# ---- seven_seg_scanner_flat ----
**seven_seg_scanner_flat: metal 3**

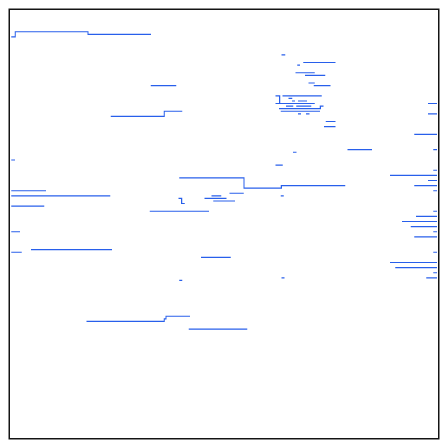

--- src/rtl/seven_seg_scanner_if.sv ---
// Display-data bundle feeding the 7-segment scanner: per-digit glyph codes,
// decimal points, blank/blink masks and the global brightness level.
`timescale 1ns/1ps
interface seven_seg_scanner_if #(
  parameter int NUM_DIGITS = 4
);
  logic [5*NUM_DIGITS-1:0] glyphs;
  logic [NUM_DIGITS-1:0]   dp;
  logic [NUM_DIGITS-1:0]   blank_mask;
  logic [NUM_DIGITS-1:0]   blink_mask;
  logic [3:0]              brightness;

  modport master (output glyphs, dp, blank_mask, blink_mask, brightness);
  modport slave  (input  glyphs, dp, blank_mask, blink_mask, brightness);
endinterface

--- src/rtl/seven_seg_scanner.sv ---
// Time-multiplexed common-anode 7-segment driver. Each digit slot is 16
// brightness sub-phases of SUB_DIV cycles; display data is latched into shadow
// registers at every frame start so a frame never shows mixed data.
`timescale 1ns/1ps
module seven_seg_scanner #(
  parameter int NUM_DIGITS   = 4,
  parameter int SUB_DIV      = 3125,
  parameter int BLINK_FRAMES = 250
) (
  input  logic                  clk,
  input  logic                  rst_n,
  seven_seg_scanner_if.slave    disp,
  output logic [NUM_DIGITS-1:0] ANODE,
  output logic [7:0]            CATHODE,
  output logic                  frame_tick
);

  localparam int SUB_W = (SUB_DIV > 1) ? $clog2(SUB_DIV) : 1;
  localparam int IDX_W = $clog2(NUM_DIGITS);
  localparam int BLK_W = (BLINK_FRAMES > 1) ? $clog2(BLINK_FRAMES) : 1;

  localparam logic [SUB_W-1:0] SUB_LAST = SUB_W'(SUB_DIV - 1);
  localparam logic [IDX_W-1:0] IDX_LAST = IDX_W'(NUM_DIGITS - 1);
  localparam logic [BLK_W-1:0] BLK_LAST = BLK_W'(BLINK_FRAMES - 1);

  // Timebase
  logic [SUB_W-1:0] sub_cnt;
  logic [3:0]       phase;
  logic [IDX_W-1:0] idx;

  // Blink state
  logic [BLK_W-1:0] blink_cnt;
  logic             blink_on;

  // Shadow copies of the display data for the frame being shown
  logic [5*NUM_DIGITS-1:0] sh_glyphs;
  logic [NUM_DIGITS-1:0]   sh_dp;
  logic [NUM_DIGITS-1:0]   sh_blank;
  logic [NUM_DIGITS-1:0]   sh_blink;
  logic [3:0]              sh_bright;
  logic                    sh_visible;

  // Values in force for the current cycle (live inputs during the frame-start cycle)
  logic [5*NUM_DIGITS-1:0] eff_glyphs;
  logic [NUM_DIGITS-1:0]   eff_dp;
  logic [NUM_DIGITS-1:0]   eff_blank;
  logic [NUM_DIGITS-1:0]   eff_blink;
  logic [3:0]              eff_bright;
  logic                    eff_visible;

  logic                  frame_start;
  logic                  slot_start;
  logic [4:0]            cur_glyph;
  logic                  cur_dp;
  logic                  cur_blank;
  logic                  cur_blink;
  logic [NUM_DIGITS-1:0] anode_lit;
  logic [6:0]            seg;
  logic                  digit_lit;

  assign slot_start  = (phase == 4'd0) && (sub_cnt == '0);
  assign frame_start = slot_start && (idx == '0);

  // The frame-start cycle already displays the new frame, so it reads the
  // inputs directly while the shadows are being loaded on the same edge.
  assign eff_glyphs  = frame_start ? disp.glyphs     : sh_glyphs;
  assign eff_dp      = frame_start ? disp.dp         : sh_dp;
  assign eff_blank   = frame_start ? disp.blank_mask : sh_blank;
  assign eff_blink   = frame_start ? disp.blink_mask : sh_blink;
  assign eff_bright  = frame_start ? disp.brightness : sh_bright;
  assign eff_visible = frame_start ? blink_on        : sh_visible;

  // Sub-phase counter, brightness phase and digit index advance as one chain
  always_ff @(posedge clk or negedge rst_n) begin
    if (!rst_n) begin
      sub_cnt <= '0;
      phase   <= 4'd0;
      idx     <= '0;
    end else if (sub_cnt == SUB_LAST) begin
      sub_cnt <= '0;
      phase   <= phase + 4'd1;
      if (phase == 4'hF) begin
        idx <= (idx == IDX_LAST) ? '0 : idx + 1'b1;
      end
    end else begin
      sub_cnt <= sub_cnt + 1'b1;
    end
  end

  // Count frames and flip blink visibility every BLINK_FRAMES frames
  always_ff @(posedge clk or negedge rst_n) begin
    if (!rst_n) begin
      blink_cnt <= '0;
      blink_on  <= 1'b1;
    end else if (frame_start) begin
      if (blink_cnt == BLK_LAST) begin
        blink_cnt <= '0;
        blink_on  <= ~blink_on;
      end else begin
        blink_cnt <= blink_cnt + 1'b1;
      end
    end
  end

  // Latch display data and the frame's blink visibility at each frame start
  always_ff @(posedge clk or negedge rst_n) begin
    if (!rst_n) begin
      sh_glyphs  <= '0;
      sh_dp      <= '0;
      sh_blank   <= '0;
      sh_blink   <= '0;
      sh_bright  <= 4'd0;
      sh_visible <= 1'b1;
    end else if (frame_start) begin
      sh_glyphs  <= disp.glyphs;
      sh_dp      <= disp.dp;
      sh_blank   <= disp.blank_mask;
      sh_blink   <= disp.blink_mask;
      sh_bright  <= disp.brightness;
      sh_visible <= blink_on;
    end
  end

  // Pick the data of the digit currently being scanned and its anode pattern
  always_comb begin
    cur_glyph = 5'd31;
    cur_dp    = 1'b0;
    cur_blank = 1'b1;
    cur_blink = 1'b0;
    anode_lit = '1;
    for (int d = 0; d < NUM_DIGITS; d++) begin
      if (idx == IDX_W'(d)) begin
        cur_glyph                  = eff_glyphs[5*d +: 5];
        cur_dp                     = eff_dp[d];
        cur_blank                  = eff_blank[d];
        cur_blink                  = eff_blink[d];
        anode_lit[NUM_DIGITS-1-d]  = 1'b0;
      end
    end
    digit_lit = !cur_blank && !(cur_blink && !eff_visible) && (phase <= eff_bright);
  end

  // Glyph code to active-low segment pattern {g,f,e,d,c,b,a}
  always_comb begin
    seg = 7'b1111111;
    case (cur_glyph)
      5'd0:  seg = 7'b1000000;
      5'd1:  seg = 7'b1111001;
      5'd2:  seg = 7'b0100100;
      5'd3:  seg = 7'b0110000;
      5'd4:  seg = 7'b0011001;
      5'd5:  seg = 7'b0010010;
      5'd6:  seg = 7'b0000010;
      5'd7:  seg = 7'b1111000;
      5'd8:  seg = 7'b0000000;
      5'd9:  seg = 7'b0010000;
      5'd10: seg = 7'b0001000;
      5'd11: seg = 7'b0000011;
      5'd12: seg = 7'b1000110;
      5'd13: seg = 7'b0100001;
      5'd14: seg = 7'b0000110;
      5'd15: seg = 7'b0001110;
      5'd16: seg = 7'b0111111;
      5'd17: seg = 7'b0001100;
      5'd18: seg = 7'b1000111;
      5'd19: seg = 7'b0000111;
      5'd20: seg = 7'b0010001;
      5'd21: seg = 7'b0101111;
      5'd22: seg = 7'b0101011;
      5'd23: seg = 7'b0100011;
      5'd24: seg = 7'b0001001;
      5'd25: seg = 7'b1000001;
      5'd26: seg = 7'b1110111;
      default: seg = 7'b1111111;
    endcase
  end

  // Register the pins; the first cycle of every slot keeps anodes off while
  // the new segments settle, which prevents ghosting of the previous digit.
  always_ff @(posedge clk or negedge rst_n) begin
    if (!rst_n) begin
      ANODE      <= '1;
      CATHODE    <= 8'hFF;
      frame_tick <= 1'b0;
    end else begin
      ANODE      <= (digit_lit && !slot_start) ? anode_lit : '1;
      CATHODE    <= digit_lit ? {~cur_dp, seg} : 8'hFF;
      frame_tick <= frame_start;
    end
  end

endmodule

--- src/flat_wrapper.sv ---
// flat-port wrapper written by rule: the top's interface ports become plain ports
module seven_seg_scanner_flat 
#(
  parameter int NUM_DIGITS   = 4,
  parameter int SUB_DIV      = 3125,
  parameter int BLINK_FRAMES = 250
)
  (clk, rst_n, ANODE, CATHODE, frame_tick, disp_glyphs, disp_dp, disp_blank_mask, disp_blink_mask, disp_brightness);
  seven_seg_scanner_if #(.NUM_DIGITS(NUM_DIGITS)) disp_i ();
  input  logic clk;
  input  logic rst_n;
  output logic [NUM_DIGITS-1:0] ANODE;
  output logic [7:0] CATHODE;
  output logic frame_tick;
  input wire logic [$bits(disp_i.glyphs)-1:0] disp_glyphs;
  input wire logic [$bits(disp_i.dp)-1:0] disp_dp;
  input wire logic [$bits(disp_i.blank_mask)-1:0] disp_blank_mask;
  input wire logic [$bits(disp_i.blink_mask)-1:0] disp_blink_mask;
  input wire logic [$bits(disp_i.brightness)-1:0] disp_brightness;
  assign disp_i.glyphs = disp_glyphs;
  assign disp_i.dp = disp_dp;
  assign disp_i.blank_mask = disp_blank_mask;
  assign disp_i.blink_mask = disp_blink_mask;
  assign disp_i.brightness = disp_brightness;
  seven_seg_scanner #(.NUM_DIGITS(NUM_DIGITS), .SUB_DIV(SUB_DIV), .BLINK_FRAMES(BLINK_FRAMES)) u_core (.clk(clk), .rst_n(rst_n), .disp(disp_i), .ANODE(ANODE), .CATHODE(CATHODE), .frame_tick(frame_tick));
endmodule
--- config.mk ---
export PLATFORM = sky130hd
export DESIGN_NAME = seven_seg_scanner_flat
export DESIGN_NICKNAME = d
export VERILOG_FILES = /design/src/rtl/seven_seg_scanner_if.sv /design/src/rtl/seven_seg_scanner.sv /design/src/flat_wrapper.sv
export SDC_FILE = /design/constraint.sdc
export NUM_CORES = 1
export LEC_CHECK = 0
export CORE_MARGIN = 2
export CORE_UTILIZATION = 35
export DETAILED_ROUTE_END_ITERATION = 7
export PLACE_DENSITY_LB_ADDON = 0.3
export SLEW_MARGIN = 25
export SYNTH_ARGS = -nofsm -noshare
export SYNTH_HDL_FRONTEND = slang
export SYNTH_SLANG_ARGS = --single-unit
--- constraint.sdc ---
create_clock -name clk -period 4.1 [get_ports clk]
set_clock_uncertainty 0.2 [all_clocks]
set_input_delay 0.82 -clock clk [delete_from_list [all_inputs] [get_ports clk]]
set_output_delay 0.82 -clock clk [all_outputs]
set_load 0.05 [all_outputs]
# ---- mem_access_stage_flat ----
--- config.mk ---
export PLATFORM = sky130hd
export DESIGN_NAME = mem_access_stage_flat
export DESIGN_NICKNAME = d
export VERILOG_FILES = /design/src/rtl/mem_access_stage_if.sv /design/src/rtl/mem_access_stage.sv /design/src/flat_wrapper.sv
export SDC_FILE = /design/constraint.sdc
export NUM_CORES = 1
export LEC_CHECK = 0
export CORE_MARGIN = 10
export CORE_UTILIZATION = 40
export CTS_BUF_LIST = sky130_fd_sc_hd__clkbuf_4 sky130_fd_sc_hd__clkbuf_8
export DETAILED_ROUTE_END_ITERATION = 8
export PLACE_DENSITY = 0.87
export SETUP_SLACK_MARGIN = 0.4
export SLEW_MARGIN = 40
export SYNTH_ARGS = -nofsm -noshare
export SYNTH_HDL_FRONTEND = slang
export SYNTH_SLANG_ARGS = --single-unit
--- constraint.sdc ---
create_clock -name clk -period 2.2 [get_ports clk]
set_input_delay 0.66 -clock clk [delete_from_list [all_inputs] [get_ports clk]]
set_output_delay 0.66 -clock clk [all_outputs]
set_load 0.03 [all_outputs]
--- src/rtl/mem_access_stage_if.sv ---
// Signal bundle of mem_access_stage: upstream instruction handshake, data-memory bus and result port.
// The "master" modport is the stage's view; "slave" is the view of its surroundings.
interface mem_access_stage_if #(
  parameter int DATA_W = 32,
  parameter int ADDR_W = 32
);
  // Handshakes: an instruction transfers on a clk edge where in_valid and in_ready are both 1;
  // a memory request transfers on an edge where dmem_req and dmem_gnt are both 1, and read data
  // transfers on an edge where dmem_rvalid is 1 while the stage is waiting for it.
  logic                in_valid;
  logic                in_ready;
  logic [31:0]         in_instr;
  logic [ADDR_W-1:0]   in_addr;
  logic [DATA_W-1:0]   in_wdata;
  logic [3:0]          in_rd;
  logic [1:0]          in_mem_op;
  logic                in_byte;
  logic                in_tag;

  logic                dmem_req;
  logic                dmem_we;
  logic [ADDR_W-1:0]   dmem_addr;
  logic [DATA_W-1:0]   dmem_wdata;
  logic [DATA_W/8-1:0] dmem_be;
  logic                dmem_gnt;
  logic                dmem_rvalid;
  logic [DATA_W-1:0]   dmem_rdata;

  logic                out_valid;
  logic [31:0]         out_instr;
  logic [DATA_W-1:0]   out_data;
  logic [3:0]          out_rd;
  logic                out_w_en;

  logic [1:0]          dbg_state;

  modport master (
    input  in_valid, in_instr, in_addr, in_wdata, in_rd, in_mem_op, in_byte, in_tag,
    input  dmem_gnt, dmem_rvalid, dmem_rdata,
    output in_ready,
    output dmem_req, dmem_we, dmem_addr, dmem_wdata, dmem_be,
    output out_valid, out_instr, out_data, out_rd, out_w_en,
    output dbg_state
  );

  modport slave (
    output in_valid, in_instr, in_addr, in_wdata, in_rd, in_mem_op, in_byte, in_tag,
    output dmem_gnt, dmem_rvalid, dmem_rdata,
    input  in_ready,
    input  dmem_req, dmem_we, dmem_addr, dmem_wdata, dmem_be,
    input  out_valid, out_instr, out_data, out_rd, out_w_en,
    input  dbg_state
  );
endinterface

--- src/rtl/mem_access_stage.sv ---
// Memory-access pipeline stage: one instruction in flight, loads/stores over a req/gnt/rvalid bus,
// pass-through of ALU results, branch-tag squashing and a request timeout.
module mem_access_stage #(
  parameter int DATA_W  = 32,  // multiple of 8, at least 16
  parameter int ADDR_W  = 32,
  parameter int TIMEOUT = 16   // 0 disables the timeout
) (
  input  logic               clk,
  input  logic               rst_n,
  input  logic               branch_taken,
  output logic               branch_ref_global,
  output logic               timeout_err,
  mem_access_stage_if.master bus
);

  localparam int NB     = DATA_W / 8;
  localparam int LANE_W = $clog2(NB);
  localparam int CNT_W  = (TIMEOUT > 0) ? $clog2(TIMEOUT + 1) : 1;
  localparam bit TO_EN  = (TIMEOUT > 0);

  localparam logic [1:0] ST_IDLE = 2'd0;
  localparam logic [1:0] ST_REQ  = 2'd1;
  localparam logic [1:0] ST_WAIT = 2'd2;
  localparam logic [1:0] ST_OUT  = 2'd3;

  localparam logic [1:0] OP_LOAD  = 2'b01;
  localparam logic [1:0] OP_STORE = 2'b10;

  logic [1:0]        state_q, state_d;
  logic              ref_q;
  logic              ready_q;
  logic              pt_q;
  logic [CNT_W-1:0]  cnt_q;
  logic              err_q;

  logic [31:0]       instr_q;
  logic [ADDR_W-1:0] addr_q;
  logic [DATA_W-1:0] wdata_q;
  logic [DATA_W-1:0] rdata_q;
  logic [3:0]        rd_q;
  logic [1:0]        op_q;
  logic              byte_q;
  logic              tag_q;

  logic              accept;
  logic              in_is_mem;
  logic              in_live;
  logic              busy;
  logic [CNT_W-1:0]  cnt_inc;
  logic              to_hit;
  logic              load_capture;
  logic              res_valid;
  logic              res_load;
  logic [LANE_W-1:0] lane;
  logic [NB-1:0]     lane_be;
  logic [7:0]        load_byte;
  logic [DATA_W-1:0] pt_data;

  // The reference flips combinationally with the branch pulse so an instruction accepted in the
  // same cycle as the branch is already judged against the new reference.
  assign branch_ref_global = rst_n & (ref_q ^ branch_taken);

  assign accept    = bus.in_valid & bus.in_ready;
  assign in_is_mem = (bus.in_mem_op == OP_LOAD) || (bus.in_mem_op == OP_STORE);
  assign in_live   = (bus.in_tag == branch_ref_global);
  assign busy      = (state_q == ST_REQ) || (state_q == ST_WAIT);

  assign cnt_inc      = cnt_q + CNT_W'(1);
  assign to_hit       = TO_EN && busy && (cnt_inc == CNT_W'(TIMEOUT));
  assign load_capture = ((state_q == ST_REQ) && bus.dmem_gnt && (op_q == OP_LOAD) && bus.dmem_rvalid)
                     || ((state_q == ST_WAIT) && bus.dmem_rvalid);

  // Finishing the transaction (moving to OUT) wins over a timeout in the same cycle; a grant
  // without data in the last allowed cycle does not, since the load could not finish in time.
  always_comb begin
    state_d = state_q;
    case (state_q)
      ST_IDLE: begin
        if (accept && in_is_mem && in_live) state_d = ST_REQ;
      end
      ST_REQ: begin
        if (bus.dmem_gnt && ((op_q == OP_STORE) || bus.dmem_rvalid)) state_d = ST_OUT;
        else if (to_hit)                                              state_d = ST_IDLE;
        else if (bus.dmem_gnt)                                        state_d = ST_WAIT;
      end
      ST_WAIT: begin
        if (bus.dmem_rvalid) state_d = ST_OUT;
        else if (to_hit)     state_d = ST_IDLE;
      end
      default: state_d = ST_IDLE;
    endcase
  end

  always_ff @(posedge clk or negedge rst_n) begin
    if (!rst_n) begin
      state_q <= ST_IDLE;
      ref_q   <= 1'b0;
      ready_q <= 1'b0;
      pt_q    <= 1'b0;
      cnt_q   <= '0;
      err_q   <= 1'b0;
      instr_q <= '0;
      addr_q  <= '0;
      wdata_q <= '0;
      rdata_q <= '0;
      rd_q    <= '0;
      op_q    <= '0;
      byte_q  <= 1'b0;
      tag_q   <= 1'b0;
    end else begin
      state_q <= state_d;
      ref_q   <= branch_ref_global;
      ready_q <= 1'b1;
      pt_q    <= accept && !in_is_mem && in_live;
      cnt_q   <= busy ? cnt_inc : '0;
      if (to_hit && (state_d == ST_IDLE)) err_q <= 1'b1;
      if (accept) begin
        instr_q <= bus.in_instr;
        addr_q  <= bus.in_addr;
        wdata_q <= bus.in_wdata;
        rd_q    <= bus.in_rd;
        op_q    <= bus.in_mem_op;
        byte_q  <= bus.in_byte;
        tag_q   <= bus.in_tag;
      end
      if (load_capture) rdata_q <= bus.dmem_rdata;
    end
  end

  assign lane      = addr_q[LANE_W-1:0];
  assign lane_be   = NB'(1) << lane;
  assign load_byte = rdata_q[{lane, 3'b000} +: 8];

  if (ADDR_W >= DATA_W) begin : g_pt_trunc
    assign pt_data = addr_q[DATA_W-1:0];
  end else begin : g_pt_zext
    assign pt_data = {{(DATA_W-ADDR_W){1'b0}}, addr_q};
  end

  assign bus.in_ready  = ready_q && (state_q == ST_IDLE);
  assign bus.dbg_state = state_q;

  // Memory bus fields are only meaningful while requesting; they stay constant through REQ
  // because they derive purely from captured registers.
  assign bus.dmem_req   = (state_q == ST_REQ);
  assign bus.dmem_we    = bus.dmem_req && (op_q == OP_STORE);
  assign bus.dmem_addr  = !bus.dmem_req ? '0 :
                          byte_q ? addr_q : {addr_q[ADDR_W-1:2], 2'b00};
  assign bus.dmem_be    = !bus.dmem_req ? '0 : (byte_q ? lane_be : '1);
  assign bus.dmem_wdata = !bus.dmem_req ? '0 :
                          byte_q ? {NB{wdata_q[7:0]}} : wdata_q;

  // A branch seen between accept and OUT has moved ref_q away from the captured tag.
  assign res_valid = (state_q == ST_OUT) && (tag_q == ref_q);
  assign res_load  = res_valid && (op_q == OP_LOAD);

  assign bus.out_valid = pt_q | res_valid;
  assign bus.out_w_en  = pt_q | res_load;
  assign bus.out_data  = pt_q     ? pt_data :
                         res_load ? (byte_q ? {{(DATA_W-8){1'b0}}, load_byte} : rdata_q) :
                         '0;
  assign bus.out_instr = bus.out_valid ? instr_q : '0;
  assign bus.out_rd    = bus.out_valid ? rd_q : '0;

  assign timeout_err = err_q;

endmodule

--- src/flat_wrapper.sv ---
// flat-port wrapper written by rule: the top's interface ports become plain ports
module mem_access_stage_flat 
#(
  parameter int DATA_W  = 32,                               
  parameter int ADDR_W  = 32,
  parameter int TIMEOUT = 16                            
)
  (clk, rst_n, branch_taken, branch_ref_global, timeout_err, bus_in_valid, bus_in_instr, bus_in_addr, bus_in_wdata, bus_in_rd, bus_in_mem_op, bus_in_byte, bus_in_tag, bus_dmem_gnt, bus_dmem_rvalid, bus_dmem_rdata, bus_in_ready, bus_dmem_req, bus_dmem_we, bus_dmem_addr, bus_dmem_wdata, bus_dmem_be, bus_out_valid, bus_out_instr, bus_out_data, bus_out_rd, bus_out_w_en, bus_dbg_state);
  mem_access_stage_if #(.DATA_W(DATA_W), .ADDR_W(ADDR_W)) bus_i ();
  input  logic clk;
  input  logic rst_n;
  input  logic branch_taken;
  output logic branch_ref_global;
  output logic timeout_err;
  input wire logic [$bits(bus_i.in_valid)-1:0] bus_in_valid;
  input wire logic [$bits(bus_i.in_instr)-1:0] bus_in_instr;
  input wire logic [$bits(bus_i.in_addr)-1:0] bus_in_addr;
  input wire logic [$bits(bus_i.in_wdata)-1:0] bus_in_wdata;
  input wire logic [$bits(bus_i.in_rd)-1:0] bus_in_rd;
  input wire logic [$bits(bus_i.in_mem_op)-1:0] bus_in_mem_op;
  input wire logic [$bits(bus_i.in_byte)-1:0] bus_in_byte;
  input wire logic [$bits(bus_i.in_tag)-1:0] bus_in_tag;
  input wire logic [$bits(bus_i.dmem_gnt)-1:0] bus_dmem_gnt;
  input wire logic [$bits(bus_i.dmem_rvalid)-1:0] bus_dmem_rvalid;
  input wire logic [$bits(bus_i.dmem_rdata)-1:0] bus_dmem_rdata;
  output wire logic [$bits(bus_i.in_ready)-1:0] bus_in_ready;
  output wire logic [$bits(bus_i.dmem_req)-1:0] bus_dmem_req;
  output wire logic [$bits(bus_i.dmem_we)-1:0] bus_dmem_we;
  output wire logic [$bits(bus_i.dmem_addr)-1:0] bus_dmem_addr;
  output wire logic [$bits(bus_i.dmem_wdata)-1:0] bus_dmem_wdata;
  output wire logic [$bits(bus_i.dmem_be)-1:0] bus_dmem_be;
  output wire logic [$bits(bus_i.out_valid)-1:0] bus_out_valid;
  output wire logic [$bits(bus_i.out_instr)-1:0] bus_out_instr;
  output wire logic [$bits(bus_i.out_data)-1:0] bus_out_data;
  output wire logic [$bits(bus_i.out_rd)-1:0] bus_out_rd;
  output wire logic [$bits(bus_i.out_w_en)-1:0] bus_out_w_en;
  output wire logic [$bits(bus_i.dbg_state)-1:0] bus_dbg_state;
  assign bus_i.in_valid = bus_in_valid;
  assign bus_i.in_instr = bus_in_instr;
  assign bus_i.in_addr = bus_in_addr;
  assign bus_i.in_wdata = bus_in_wdata;
  assign bus_i.in_rd = bus_in_rd;
  assign bus_i.in_mem_op = bus_in_mem_op;
  assign bus_i.in_byte = bus_in_byte;
  assign bus_i.in_tag = bus_in_tag;
  assign bus_i.dmem_gnt = bus_dmem_gnt;
  assign bus_i.dmem_rvalid = bus_dmem_rvalid;
  assign bus_i.dmem_rdata = bus_dmem_rdata;
  assign bus_in_ready = bus_i.in_ready;
  assign bus_dmem_req = bus_i.dmem_req;
  assign bus_dmem_we = bus_i.dmem_we;
  assign bus_dmem_addr = bus_i.dmem_addr;
  assign bus_dmem_wdata = bus_i.dmem_wdata;
  assign bus_dmem_be = bus_i.dmem_be;
  assign bus_out_valid = bus_i.out_valid;
  assign bus_out_instr = bus_i.out_instr;
  assign bus_out_data = bus_i.out_data;
  assign bus_out_rd = bus_i.out_rd;
  assign bus_out_w_en = bus_i.out_w_en;
  assign bus_dbg_state = bus_i.dbg_state;
  mem_access_stage #(.DATA_W(DATA_W), .ADDR_W(ADDR_W), .TIMEOUT(TIMEOUT)) u_core (.clk(clk), .rst_n(rst_n), .branch_taken(branch_taken), .branch_ref_global(branch_ref_global), .timeout_err(timeout_err), .bus(bus_i));
endmodule
**mem_access_stage_flat: metal 3**

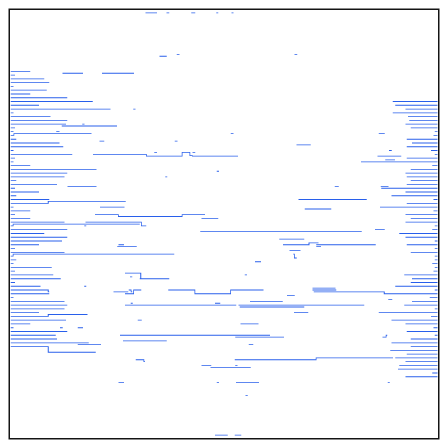
share of all routed wire: 7.8%
nets with wire on the layer: 200
wire length on this layer: 2520 µm
grt met3 use: 8.96%
Routed WL: 32.1 mm
Vias: 6538

==> flow_metrics.env, mem_access_stage_flat <==
# implementation run metrics
export IMPL_cp_slowest_stage_delay_ns=0.43
export IMPL_drt_met1_wl_mm=11.8
export IMPL_wl_met3_mm=2.52
export IMPL_fin_crit_ns=2.81
export IMPL_pwr_share_seq_pct=28.0
export IMPL_powerDensity_nw_per_um2=1350
export IMPL_synth_cells=592
export IMPL_clock_latency_ns=0.46
export IMPL_reg2reg_to="u_core.rdata_q[9]"
export IMPL_worst_path_stages=7
export IMPL_violations="setup timing"
export IMPL_startpoint="u_core.ref_q"
export IMPL_post_route_drc_count=0
export IMPL_yosys_top_cells_count="dfrtp_1, mux2_2, and2_1, nand2_1, a22o_1"
export IMPL_post_dp_hpwl_mm=18.3
export IMPL_outcome="finished, violations left"
export IMPL_area_growth_synth_to_final_pct=95.4
export IMPL_grt_max_degree=61
export IMPL_rows=49
export IMPL_top_layer="met4"
export IMPL_finalInstanceArea_um2=14100
export IMPL_synthDistinctLibCells=44
export IMPL_max_slew_worst_pin_slew_ns=0.612
export IMPL_clk_share_pct=2.80
export IMPL_worstPathArrival_ns=2.15
export IMPL_nets=1123
export IMPL_power_total_mw=19.0
export IMPL_final_nonclk_buf_share_pct=35.5
export IMPL_setup_ws_ns=-0.607
export IMPL_grt_util_met1_pct=25.3
export IMPL_dp_cells=1102
export IMPL_postSynthAreaPerCell_um2=12.2
export IMPL_critPathRequiredTime_ns=1.54
export IMPL_die_h_um=154
export IMPL_rsz0062_at_grt="yes"
export IMPL_setup_viol=268
export IMPL_synth_warnings=0
export IMPL_drt_pass1_iter_count=4
==> mem_access_stage_flat: kinds of logic after synthesis <==
family,Yosys count
adder cells (fa/ha/maj),6
AND-OR/OR-AND,95
XOR/XNOR,5
buffers and inverters,47
other,1
AND/OR/NAND/NOR,146
flip-flops,147
multiplexers,145
==> mem_access_stage_flat: repair_timing <==
item | CTS | global route
pin swaps | 20 | 11
buffers inserted | 39 | 17
endpoints found under the setup margin | 281 | 284
gates cloned | 19 | 8
resized | 240 | 154
**seven_seg_scanner_flat: M4 wires**

Supply wires on this layer in gray.
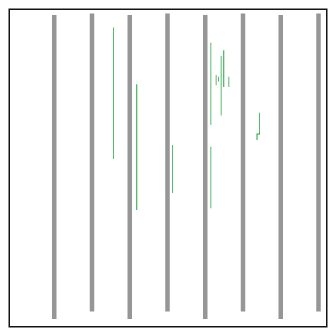
main direction: vertical
longest straight run: 46.9 µm
nets with wire on the layer: 10
share of all routed wire: 2.1%
Routed WL: 10.4 mm
Vias: 3373

**seven_seg_scanner_flat: signal wires on met1**

The bar under the picture is 20 µm long. Supply wires on this layer in gray.
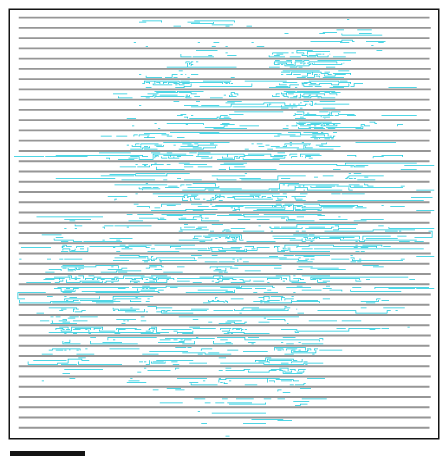
main direction: horizontal
wire length on this layer: 4720 µm
routing usage on met1: 22.0%

## Picture notes: 'metal 3' of seven_seg_scanner_flat
nets with wire on the layer: 50
longest straight run: 26.0 µm
wire length on this layer: 449 µm

==> flow_metrics.env, seven_seg_scanner_flat <==
# implementation run metrics
export IMPL_dieArea_um2=12900
export IMPL_synth_cells=428
export IMPL_path_max_fanout=17
export IMPL_drt_pass1_iter_count=5
export IMPL_pre_cts_slack_ns=0.0510
export IMPL_numSequentialCells=77
export IMPL_maxSlewHeadroom_pct=53.2
export IMPL_drive_above_1_share_pct=18.1
export IMPL_grt_max_degree=78
export IMPL_post_dp_hpwl_mm=7.46
export IMPL_grt_ovfl_total=0
export IMPL_post_route_drc_count=0
export IMPL_top_area_cell="dfrtp_1"
export IMPL_critPathRequiredTime_ns=4.16
export IMPL_syn_area_um2=4200
export IMPL_fp_utilization_pct=35.4
export IMPL_layout_top_cell="nand2_1"
export IMPL_ys_area_um2=4200
export IMPL_intPower_mw=1.45
export IMPL_whs_ns=0.267
export IMPL_min_to="u_core.sh_dp[3]"
export IMPL_ys_flop_type="dfrtp_1"
export IMPL_regMostFlops="u_core.sh_glyphs"
export IMPL_final_util_pct=45.0
export IMPL_syn_nets=487
export IMPL_start_kind="flop"
export IMPL_place_area_um2=4940
export IMPL_fmaxAchievable_mhz=254
export IMPL_final_nonclk_buf_share_pct=12.4
export IMPL_port_buffers=50
export IMPL_nets=552
export IMPL_crit_family="simple AND/OR/NAND/NOR gates"
export IMPL_worst_path_stages=11
export IMPL_drv_cap=0
export IMPL_grt_pass1_vias=3470
export IMPL_net_switching_power_mw=0.426
export IMPL_yosys_top_cells_count="nand2_1, dfrtp_1, inv_1"
export IMPL_area_leaders="dfrtp_1, dfstp_2, nand2_1"
export IMPL_worstReg2RegStart="u_core.idx[0]"
export IMPL_outcome="completed"
==> seven_seg_scanner_flat: cell families after synthesis <==
logic type / Yosys count / synth area share, %
AND/OR/NAND/NOR: 178 / 20.3
multiplexers: 26 / 7.59
flip-flops: 77 / 46.3
buffers and inverters: 41 / 4.20
adder cells (fa/ha/maj): 21 / 6.25
XOR/XNOR: 16 / 3.34
AND-OR/OR-AND: 69 / 12.1
==> seven_seg_scanner_flat: layer usage <==
layer  routed length (µm)  global-route usage [%]
met2                 4980                    27.6
met1                 4720                    22.0
met4                  212                    5.45
met3                  448                    5.15
met5                    0                       0

# ---- mem_access_unit ----
**mem_access_unit: M4 wires**

Supply wires on this layer in gray.
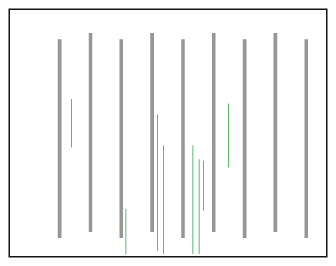

**src/rtl/mem_access_unit_pkg.sv**
```systemverilog
// Shared encodings for the M-stage memory access unit: memory op codes,
// bus transfer sizes, FSM state codes and small request-decode helpers.
package mem_access_unit_pkg;

  localparam logic [2:0] MEMOP_B  = 3'b000;
  localparam logic [2:0] MEMOP_BU = 3'b001;
  localparam logic [2:0] MEMOP_H  = 3'b010;
  localparam logic [2:0] MEMOP_HU = 3'b011;
  localparam logic [2:0] MEMOP_W  = 3'b100;

  localparam logic [1:0] SIZE_BYTE = 2'd0;
  localparam logic [1:0] SIZE_HALF = 2'd1;
  localparam logic [1:0] SIZE_WORD = 2'd2;

  typedef enum logic [1:0] {
    ST_IDLE = 2'd0,
    ST_ADDR = 2'd1,
    ST_DATA = 2'd2,
    ST_DONE = 2'd3
  } accStateT;

  // Unknown op codes fall through to a word access.
  function automatic logic [1:0] opSize(input logic [2:0] op);
    logic [1:0] size;
    case (op)
      MEMOP_B, MEMOP_BU: size = SIZE_BYTE;
      MEMOP_H, MEMOP_HU: size = SIZE_HALF;
      default:           size = SIZE_WORD;
    endcase
    return size;
  endfunction

  function automatic logic isMisaligned(input logic [1:0] size, input logic [1:0] addrLo);
    return ((size == SIZE_HALF) && addrLo[0]) ||
           ((size == SIZE_WORD) && (addrLo != 2'b00));
  endfunction

  function automatic logic [31:0] storeLanes(input logic [1:0] size, input logic [31:0] wd);
    logic [31:0] lanes;
    case (size)
      SIZE_BYTE: lanes = {4{wd[7:0]}};
      SIZE_HALF: lanes = {2{wd[15:0]}};
      default:   lanes = wd;
    endcase
    return lanes;
  endfunction

endpackage

```
**src/rtl/mem_access_unit_load_align.sv**
```systemverilog
// Load aligner: picks the addressed byte/half lane out of a bus word and
// sign- or zero-extends it according to the load op.
module load_align
  import mem_access_unit_pkg::*;
(
  input  logic [31:0] rdata,
  input  logic [1:0]  addrLo,
  input  logic [2:0]  op,
  output logic [31:0] aligned
);

  logic [7:0]  laneByte;
  logic [15:0] laneHalf;

  always_comb begin
    laneByte = rdata[{addrLo, 3'b000} +: 8];
    laneHalf = addrLo[1] ? rdata[31:16] : rdata[15:0];
    case (op)
      MEMOP_B:  aligned = {{24{laneByte[7]}}, laneByte};
      MEMOP_BU: aligned = {24'd0, laneByte};
      MEMOP_H:  aligned = {{16{laneHalf[15]}}, laneHalf};
      MEMOP_HU: aligned = {16'd0, laneHalf};
      default:  aligned = rdata;
    endcase
  end

endmodule

```
**src/rtl/mem_access_unit.sv**
```systemverilog
// M-stage memory access unit: issues one bus transaction per aligned load/store
// and stalls the pipeline until the response lands in the capture register.
//
// state | meaning
// IDLE  | no access in flight; aligned request launches on the next edge
// ADDR  | data_req high, waiting for data_addr_ok
// DATA  | address accepted, waiting for data_data_ok
// DONE  | access complete; held here while stallW keeps the instruction in M
module mem_access_unit
  import mem_access_unit_pkg::*;
(
  input  logic        clk,
  input  logic        rst,
  input  logic        memenM,
  input  logic        memwriteM,
  input  logic [2:0]  memopM,
  input  logic [31:0] addrM,
  input  logic [31:0] writedataM,
  input  logic        stallW,
  output logic [31:0] readdataM,
  output logic        stall_memM,
  output logic        adelM,
  output logic        adesM,
  output logic        data_req,
  output logic        data_wr,
  output logic [1:0]  data_size,
  output logic [31:0] data_addr,
  output logic [31:0] data_wdata,
  input  logic        data_addr_ok,
  input  logic        data_data_ok,
  input  logic [31:0] data_rdata
);

  accStateT    state, nextState;
  logic [31:0] reqAddr;
  logic [1:0]  reqSize;
  logic        reqWr;
  logic [31:0] reqWdata;
  logic [2:0]  reqOp;
  logic [31:0] captureData;
  logic [31:0] alignedData;

  logic [1:0]  curSize;
  logic        misaligned;
  logic        reqValid;
  logic        respArrives;

  assign curSize    = opSize(memopM);
  assign misaligned = isMisaligned(curSize, addrM[1:0]);
  assign reqValid   = memenM && !misaligned;

  assign adelM = rst && memenM && !memwriteM && misaligned;
  assign adesM = rst && memenM &&  memwriteM && misaligned;

  // Responses are only meaningful while the access is outstanding.
  assign respArrives = data_data_ok &&
                       (((state == ST_ADDR) && data_addr_ok) || (state == ST_DATA));

  always_ff @(posedge clk or negedge rst) begin
    if (!rst) begin
      state <= ST_IDLE;
    end else begin
      state <= nextState;
    end
  end

  always_comb begin
    nextState  = state;
    stall_memM = 1'b0;
    data_req   = 1'b0;
    case (state)
      ST_IDLE: begin
        stall_memM = reqValid;
        if (reqValid) nextState = ST_ADDR;
      end
      ST_ADDR: begin
        stall_memM = 1'b1;
        data_req   = 1'b1;
        if (data_addr_ok) nextState = data_data_ok ? ST_DONE : ST_DATA;
      end
      ST_DATA: begin
        stall_memM = 1'b1;
        if (data_data_ok) nextState = ST_DONE;
      end
      ST_DONE: begin
        if (!stallW) nextState = ST_IDLE;
      end
      default: nextState = ST_IDLE;
    endcase
  end

  always_ff @(posedge clk or negedge rst) begin
    if (!rst) begin
      reqAddr  <= 32'd0;
      reqSize  <= SIZE_BYTE;
      reqWr    <= 1'b0;
      reqWdata <= 32'd0;
      reqOp    <= MEMOP_B;
    end else if ((state == ST_IDLE) && reqValid) begin
      reqAddr  <= addrM;
      reqSize  <= curSize;
      reqWr    <= memwriteM;
      reqWdata <= storeLanes(curSize, writedataM);
      reqOp    <= memopM;
    end
  end

  load_align uLoadAlign (
    .rdata   (data_rdata),
    .addrLo  (reqAddr[1:0]),
    .op      (reqOp),
    .aligned (alignedData)
  );

  always_ff @(posedge clk or negedge rst) begin
    if (!rst) begin
      captureData <= 32'd0;
    end else if (respArrives && !reqWr) begin
      captureData <= alignedData;
    end
  end

  assign readdataM  = captureData;
  assign data_wr    = reqWr;
  assign data_size  = reqSize;
  assign data_addr  = reqAddr;
  assign data_wdata = reqWdata;

endmodule
```
**config.mk**
```make
export PLATFORM = sky130hd
export DESIGN_NAME = mem_access_unit
export DESIGN_NICKNAME = d
export VERILOG_FILES = /design/src/rtl/mem_access_unit_pkg.sv /design/src/rtl/mem_access_unit_load_align.sv /design/src/rtl/mem_access_unit.sv
export SDC_FILE = /design/constraint.sdc
export NUM_CORES = 1
export LEC_CHECK = 0
export CAP_MARGIN = 20
export CORE_ASPECT_RATIO = 0.75
export CORE_MARGIN = 8
export CORE_UTILIZATION = 43
export CTS_CLUSTER_SIZE = 20
export DETAILED_ROUTE_END_ITERATION = 12
export GPL_TIMING_DRIVEN = 0
export PLACE_DENSITY = 0.8
export SLEW_MARGIN = 20
export SYNTH_ARGS = -nofsm -noshare
export SYNTH_HDL_FRONTEND = slang
export SYNTH_SLANG_ARGS = --single-unit
```
**constraint.sdc**
```tcl
create_clock -name clk -period 2.3 [get_ports clk]
set_input_delay 0.23 -clock clk [delete_from_list [all_inputs] [get_ports clk]]
set_output_delay 0.23 -clock clk [all_outputs]
set_load 0.01 [all_outputs]
```
# ---- q_trial_sequencer ----
===== src/rtl/q_learn_pkg.sv =====
// q_learn_pkg: shared maze constants, state type and sequencer FSM encoding.
package q_learn_pkg;
  localparam int STATE_W = 6;
  localparam int NUM_STATES = 37;
  localparam int START_STATE = 0;
  localparam int GOAL_STATE = 36;
  typedef logic [STATE_W-1:0] maze_state_t;
  typedef enum logic [2:0] {
    S_IDLE,
    S_EP_INIT,
    S_STEP_REQ,
    S_STEP_WAIT,
    S_EP_END,
    S_DONE
  } state_e;
endpackage


===== src/rtl/q_trial_sequencer_handshake.sv =====
// q_step_handshake: drives step_req, accepts step_done and tracks the agent's maze state.
module q_step_handshake
  import q_learn_pkg::*;
(
  input  logic        clk,
  input  logic        rst,
  input  logic        init,
  input  logic        arm,
  input  logic        waiting,
  input  logic        step_done,
  input  maze_state_t next_state,
  output logic        step_req,
  output maze_state_t maze_state,
  output logic        fire,
  output logic        goal
);
  logic step_req_q, step_req_d;
  maze_state_t maze_state_q, maze_state_d;
  always_comb begin
    fire = waiting && step_done;
    // out-of-range states end the episode as if the goal were reached
    goal = (next_state == maze_state_t'(GOAL_STATE)) || (int'(next_state) >= NUM_STATES);
    step_req_d = arm ? 1'b1 : fire ? 1'b0 : step_req_q;
    maze_state_d = init ? maze_state_t'(START_STATE) : fire ? next_state : maze_state_q;
    step_req = step_req_q;
    maze_state = maze_state_q;
  end
  always_ff @(posedge clk) begin
    if (rst) begin
      step_req_q <= 1'b0;
      maze_state_q <= maze_state_t'(START_STATE);
    end else begin
      step_req_q <= step_req_d;
      maze_state_q <= maze_state_d;
    end
  end
endmodule


===== src/rtl/q_trial_sequencer.sv =====
// q_trial_sequencer: episode/trial sequencer issuing one Q-update step request per move.
module q_trial_sequencer
  import q_learn_pkg::*;
#(
  parameter int EP_W = 8,
  parameter int MAX_EPISODES = 200,
  parameter int STEP_W = 8,
  parameter int MAX_STEPS = 255
) (
  input  logic               clk,
  input  logic               rst,
  input  logic               start,
  output logic               step_req,
  output logic [STATE_W-1:0] maze_state,
  input  logic               step_done,
  input  logic [STATE_W-1:0] next_state,
  output logic [EP_W-1:0]    episode_count,
  output logic [STEP_W-1:0]  step_count,
  output logic               loop_start,
  output logic               ep_finish,
  output logic               ep_timeout,
  output logic               trial_stop,
  output logic               busy
);
  localparam logic [EP_W-1:0] EP_LAST = EP_W'(MAX_EPISODES - 1);
  localparam logic [STEP_W-1:0] STEP_LAST = STEP_W'(MAX_STEPS - 1);
  state_e state_q, state_d;
  logic [EP_W-1:0] ep_q, ep_d;
  logic [STEP_W-1:0] step_q, step_d;
  logic timeout_q, timeout_d, fire, goal, at_limit;
  q_step_handshake u_hs (
    .clk        (clk),
    .rst        (rst),
    .init       (state_q == S_EP_INIT),
    .arm        (state_q == S_STEP_REQ),
    .waiting    (state_q == S_STEP_WAIT),
    .step_done  (step_done),
    .next_state (next_state),
    .step_req   (step_req),
    .maze_state (maze_state),
    .fire       (fire),
    .goal       (goal)
  );
  always_comb begin
    state_d = state_q;
    ep_d = ep_q;
    step_d = step_q;
    timeout_d = timeout_q;
    at_limit = step_q == STEP_LAST;
    case (state_q)
      S_IDLE, S_DONE: begin
        state_d = start ? S_EP_INIT : state_q;
        ep_d = start ? '0 : ep_q;
      end
      S_EP_INIT: begin
        step_d = '0;
        timeout_d = 1'b0;
        state_d = S_STEP_REQ;
      end
      S_STEP_REQ: state_d = S_STEP_WAIT;
      S_STEP_WAIT: begin
        step_d = fire ? step_q + 1'b1 : step_q;
        // a goal on the limiting step counts as a goal, not a timeout
        timeout_d = fire ? (!goal && at_limit) : timeout_q;
        state_d = !fire ? S_STEP_WAIT : (goal || at_limit) ? S_EP_END : S_STEP_REQ;
      end
      S_EP_END: begin
        ep_d = ep_q + 1'b1;
        state_d = (ep_q == EP_LAST) ? S_DONE : S_EP_INIT;
      end
      default: state_d = S_IDLE;
    endcase
  end
  always_comb begin
    episode_count = ep_q;
    step_count = step_q;
    loop_start = (state_q == S_EP_INIT) && (ep_q == '0);
    ep_finish = state_q == S_EP_END;
    ep_timeout = (state_q == S_EP_END) && timeout_q;
    trial_stop = state_q == S_DONE;
    busy = (state_q != S_IDLE) && (state_q != S_DONE);
  end
  always_ff @(posedge clk) begin
    if (rst) begin
      state_q <= S_IDLE;
      ep_q <= '0;
      step_q <= '0;
      timeout_q <= 1'b0;
    end else begin
      state_q <= state_d;
      ep_q <= ep_d;
      step_q <= step_d;
      timeout_q <= timeout_d;
    end
  end
endmodule


===== config.mk =====
export PLATFORM = sky130hd
export DESIGN_NAME = q_trial_sequencer
export DESIGN_NICKNAME = d
export VERILOG_FILES = /design/src/rtl/q_learn_pkg.sv /design/src/rtl/q_trial_sequencer_handshake.sv /design/src/rtl/q_trial_sequencer.sv
export SDC_FILE = /design/constraint.sdc
export NUM_CORES = 1
export LEC_CHECK = 0
export CAP_MARGIN = 20
export CORE_MARGIN = 3
export CORE_UTILIZATION = 46
export CTS_CLUSTER_SIZE = 10
export DETAILED_ROUTE_END_ITERATION = 12
export GPL_ROUTABILITY_DRIVEN = 0
export HOLD_SLACK_MARGIN = 0.1
export PLACE_DENSITY = 0.81
export REMOVE_ABC_BUFFERS = 1
export SLEW_MARGIN = 20
export SYNTH_ARGS = -nofsm -noshare
export SYNTH_HDL_FRONTEND = slang
export SYNTH_SLANG_ARGS = --single-unit

===== constraint.sdc =====
create_clock -name clk -period 2 [get_ports clk]
set_input_delay 0.4 -clock clk [delete_from_list [all_inputs] [get_ports clk]]
set_output_delay 0.4 -clock clk [all_outputs]
set_load 0.005 [all_outputs]

**mem_access_unit: metal 3**

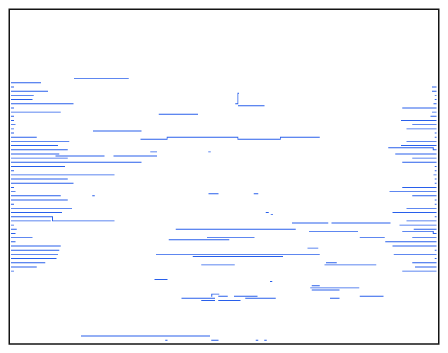
share of all routed wire: 8.3%
wire length on this layer: 1330 µm
nets with wire on the layer: 126
Routed WL: 16.1 mm
Vias: 4389

## Picture notes: 'M4 wires' of mem_access_unit
main direction: vertical
wire length on this layer: 287 µm
nets with wire on the layer: 7
share of all routed wire: 1.8%

==> flow_metrics.env, mem_access_unit <==
# implementation run metrics
export IMPL_final_hold_viol_count=68
export IMPL_largest_cell_class="registers"
export IMPL_ys_area_um2=4890
export IMPL_slew_viol_final=0
export IMPL_whs_ns=-0.125
export IMPL_crit_chain="inv_1 -> ha_1 -> a21oi_1 -> or3b_4 -> buf_2 -> a221oi_1 -> a21oi_1"
export IMPL_top_area_share_pct=53.3
export IMPL_grt_pass1_vias=4517
export IMPL_finalInstanceArea_um2=7510
export IMPL_dp_cells=809
export IMPL_cp_slowest_stage_delay_ns=0.45
export IMPL_final_util_pct=68.1
export IMPL_outcome="finished, violations left"
export IMPL_post_cts_buffers=1
export IMPL_grt_max_degree=70
export IMPL_cts_buffers=9
export IMPL_violations="hold timing"
export IMPL_pwr_share_seq_pct=33.8
export IMPL_worst_path_stages=7
export IMPL_vias_per_cell=5.31
## mem_access_unit: layer usage
layer	vias up	global-route usage [%]	part of all wire, %	wire (µm)
met5	-	0	0	0
met4	0	6.09	1.8	286
met3	16	6.60	8.3	1330
met2	179	33.4	46	7330
met1	2154	27.7	44	7140
li1	2040	-	-	-
## mem_access_unit: sequential cells by signal, summed over array words and instances (netlist names)
register    flops
readdataM      32
data_size       2
state           2
data_wr         1
data_wdata     32
data_addr      32
reqOp           3
**q_trial_sequencer: signal metal coverage by tile**

12 x 12 tiles, from dark blue (low) to red (high), scaled to the fullest tile. Values are wire area over tile area, all layers added.
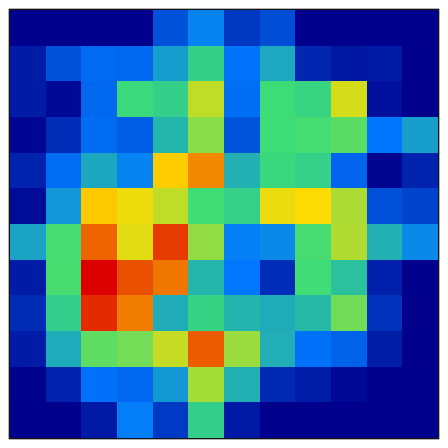
fullest tile: 0.50
tiles over half the peak: 26%
densest ninth of the die: center
mean over tiles: 0.16
emptiest ninth of the die: lower right
nearly empty tiles: 19%

==> flow_metrics.env, q_trial_sequencer <==
# implementation run metrics
export IMPL_ir_drop_v=0.000591
export IMPL_core_um2=2590
export IMPL_warnings=27
export IMPL_combinationalPowerShare_pct=14.4
export IMPL_use_met3_pct=5.23
export IMPL_top_area_share_pct=41.6
export IMPL_first_iter_violations=73
export IMPL_seq_cell_share_pct=30.4
export IMPL_aoi_share_pct=14.3
export IMPL_ant_nets=0
export IMPL_area_leaders="dfxtp_1, a21oi_1, nand2_1"
export IMPL_drv_cap=0
export IMPL_whs_ns=0.458
export IMPL_pwr_share_seq_pct=59.6
export IMPL_fp_dieW_um=59.2
export IMPL_net_switching_power_mw=0.237
export IMPL_grt_ovfl_total=0
export IMPL_synth_warnings=0
export IMPL_intPower_mw=0.688
export IMPL_start_kind="flop"
export IMPL_wl_met2_mm=1.70
export IMPL_worstPathArrival_ns=1.54
export IMPL_synthDistinctLibCells=35
export IMPL_power_total_mw=0.926
export IMPL_setup_viol=0
export IMPL_pre_cts_slack_ns=0.118
export IMPL_n_clock_buffer=4
export IMPL_hold_path_class="reg -> reg"
export IMPL_fin_crit_ns=1.94
export IMPL_rsz0062_at_grt="no"
export IMPL_outcome="completed"
==> q_trial_sequencer: flip-flops by register name, summed over array words and instances (netlist names) <==
register	cells
state_q	3
step_count	8
timeout_q	1
u_hs.maze_state	6
episode_count	8
u_hs.step_req	1
==> q_trial_sequencer: what timing repair did <==
item	CTS	global route
setup endpoints to repair	4	2
setup buffers	2	0
gates resized	7	4
==> q_trial_sequencer: through the flow <==
step / cell area (µm²) / utilization, %
after floorplan: 1240 / -
after global placement: 1720 / 66.4
after detailed placement: 1720 / 66.4
after CTS: 1770 / 68.3
after global routing: 1790 / 69.2
final: 1790 / 69.2


## Gallery

Congestion heat map.
(a)
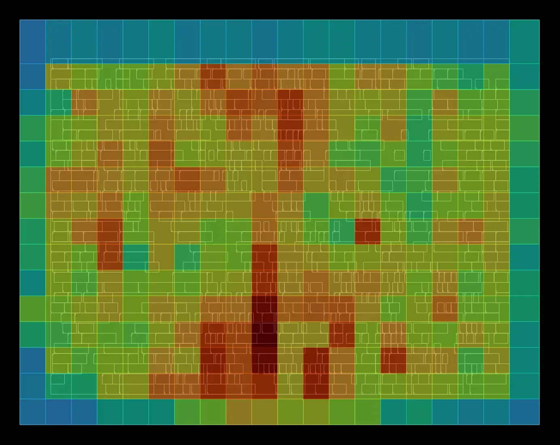
(b)
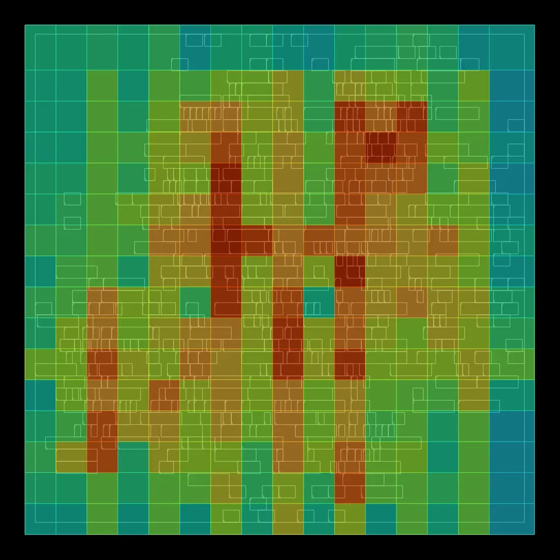
(c)
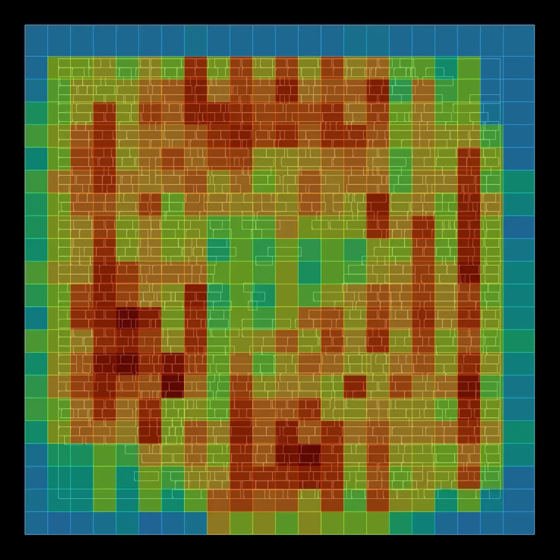
(d)
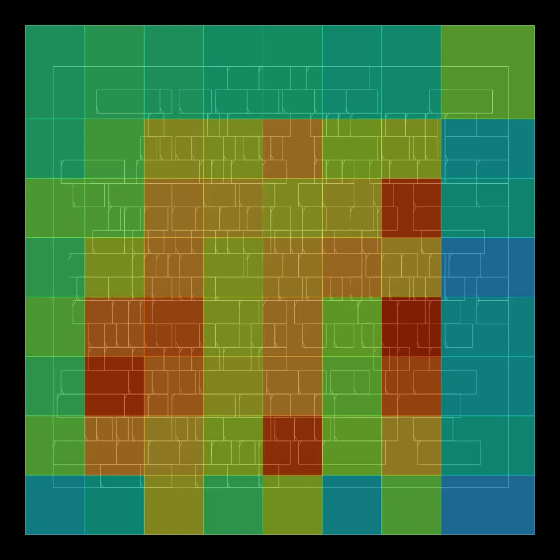
seven_seg_scanner_flat -> (b)
mem_access_stage_flat -> (c)
q_trial_sequencer -> (d)
mem_access_unit -> (a)
Of these, most wire per cell: (c)
Of these, lowest track usage: (b)

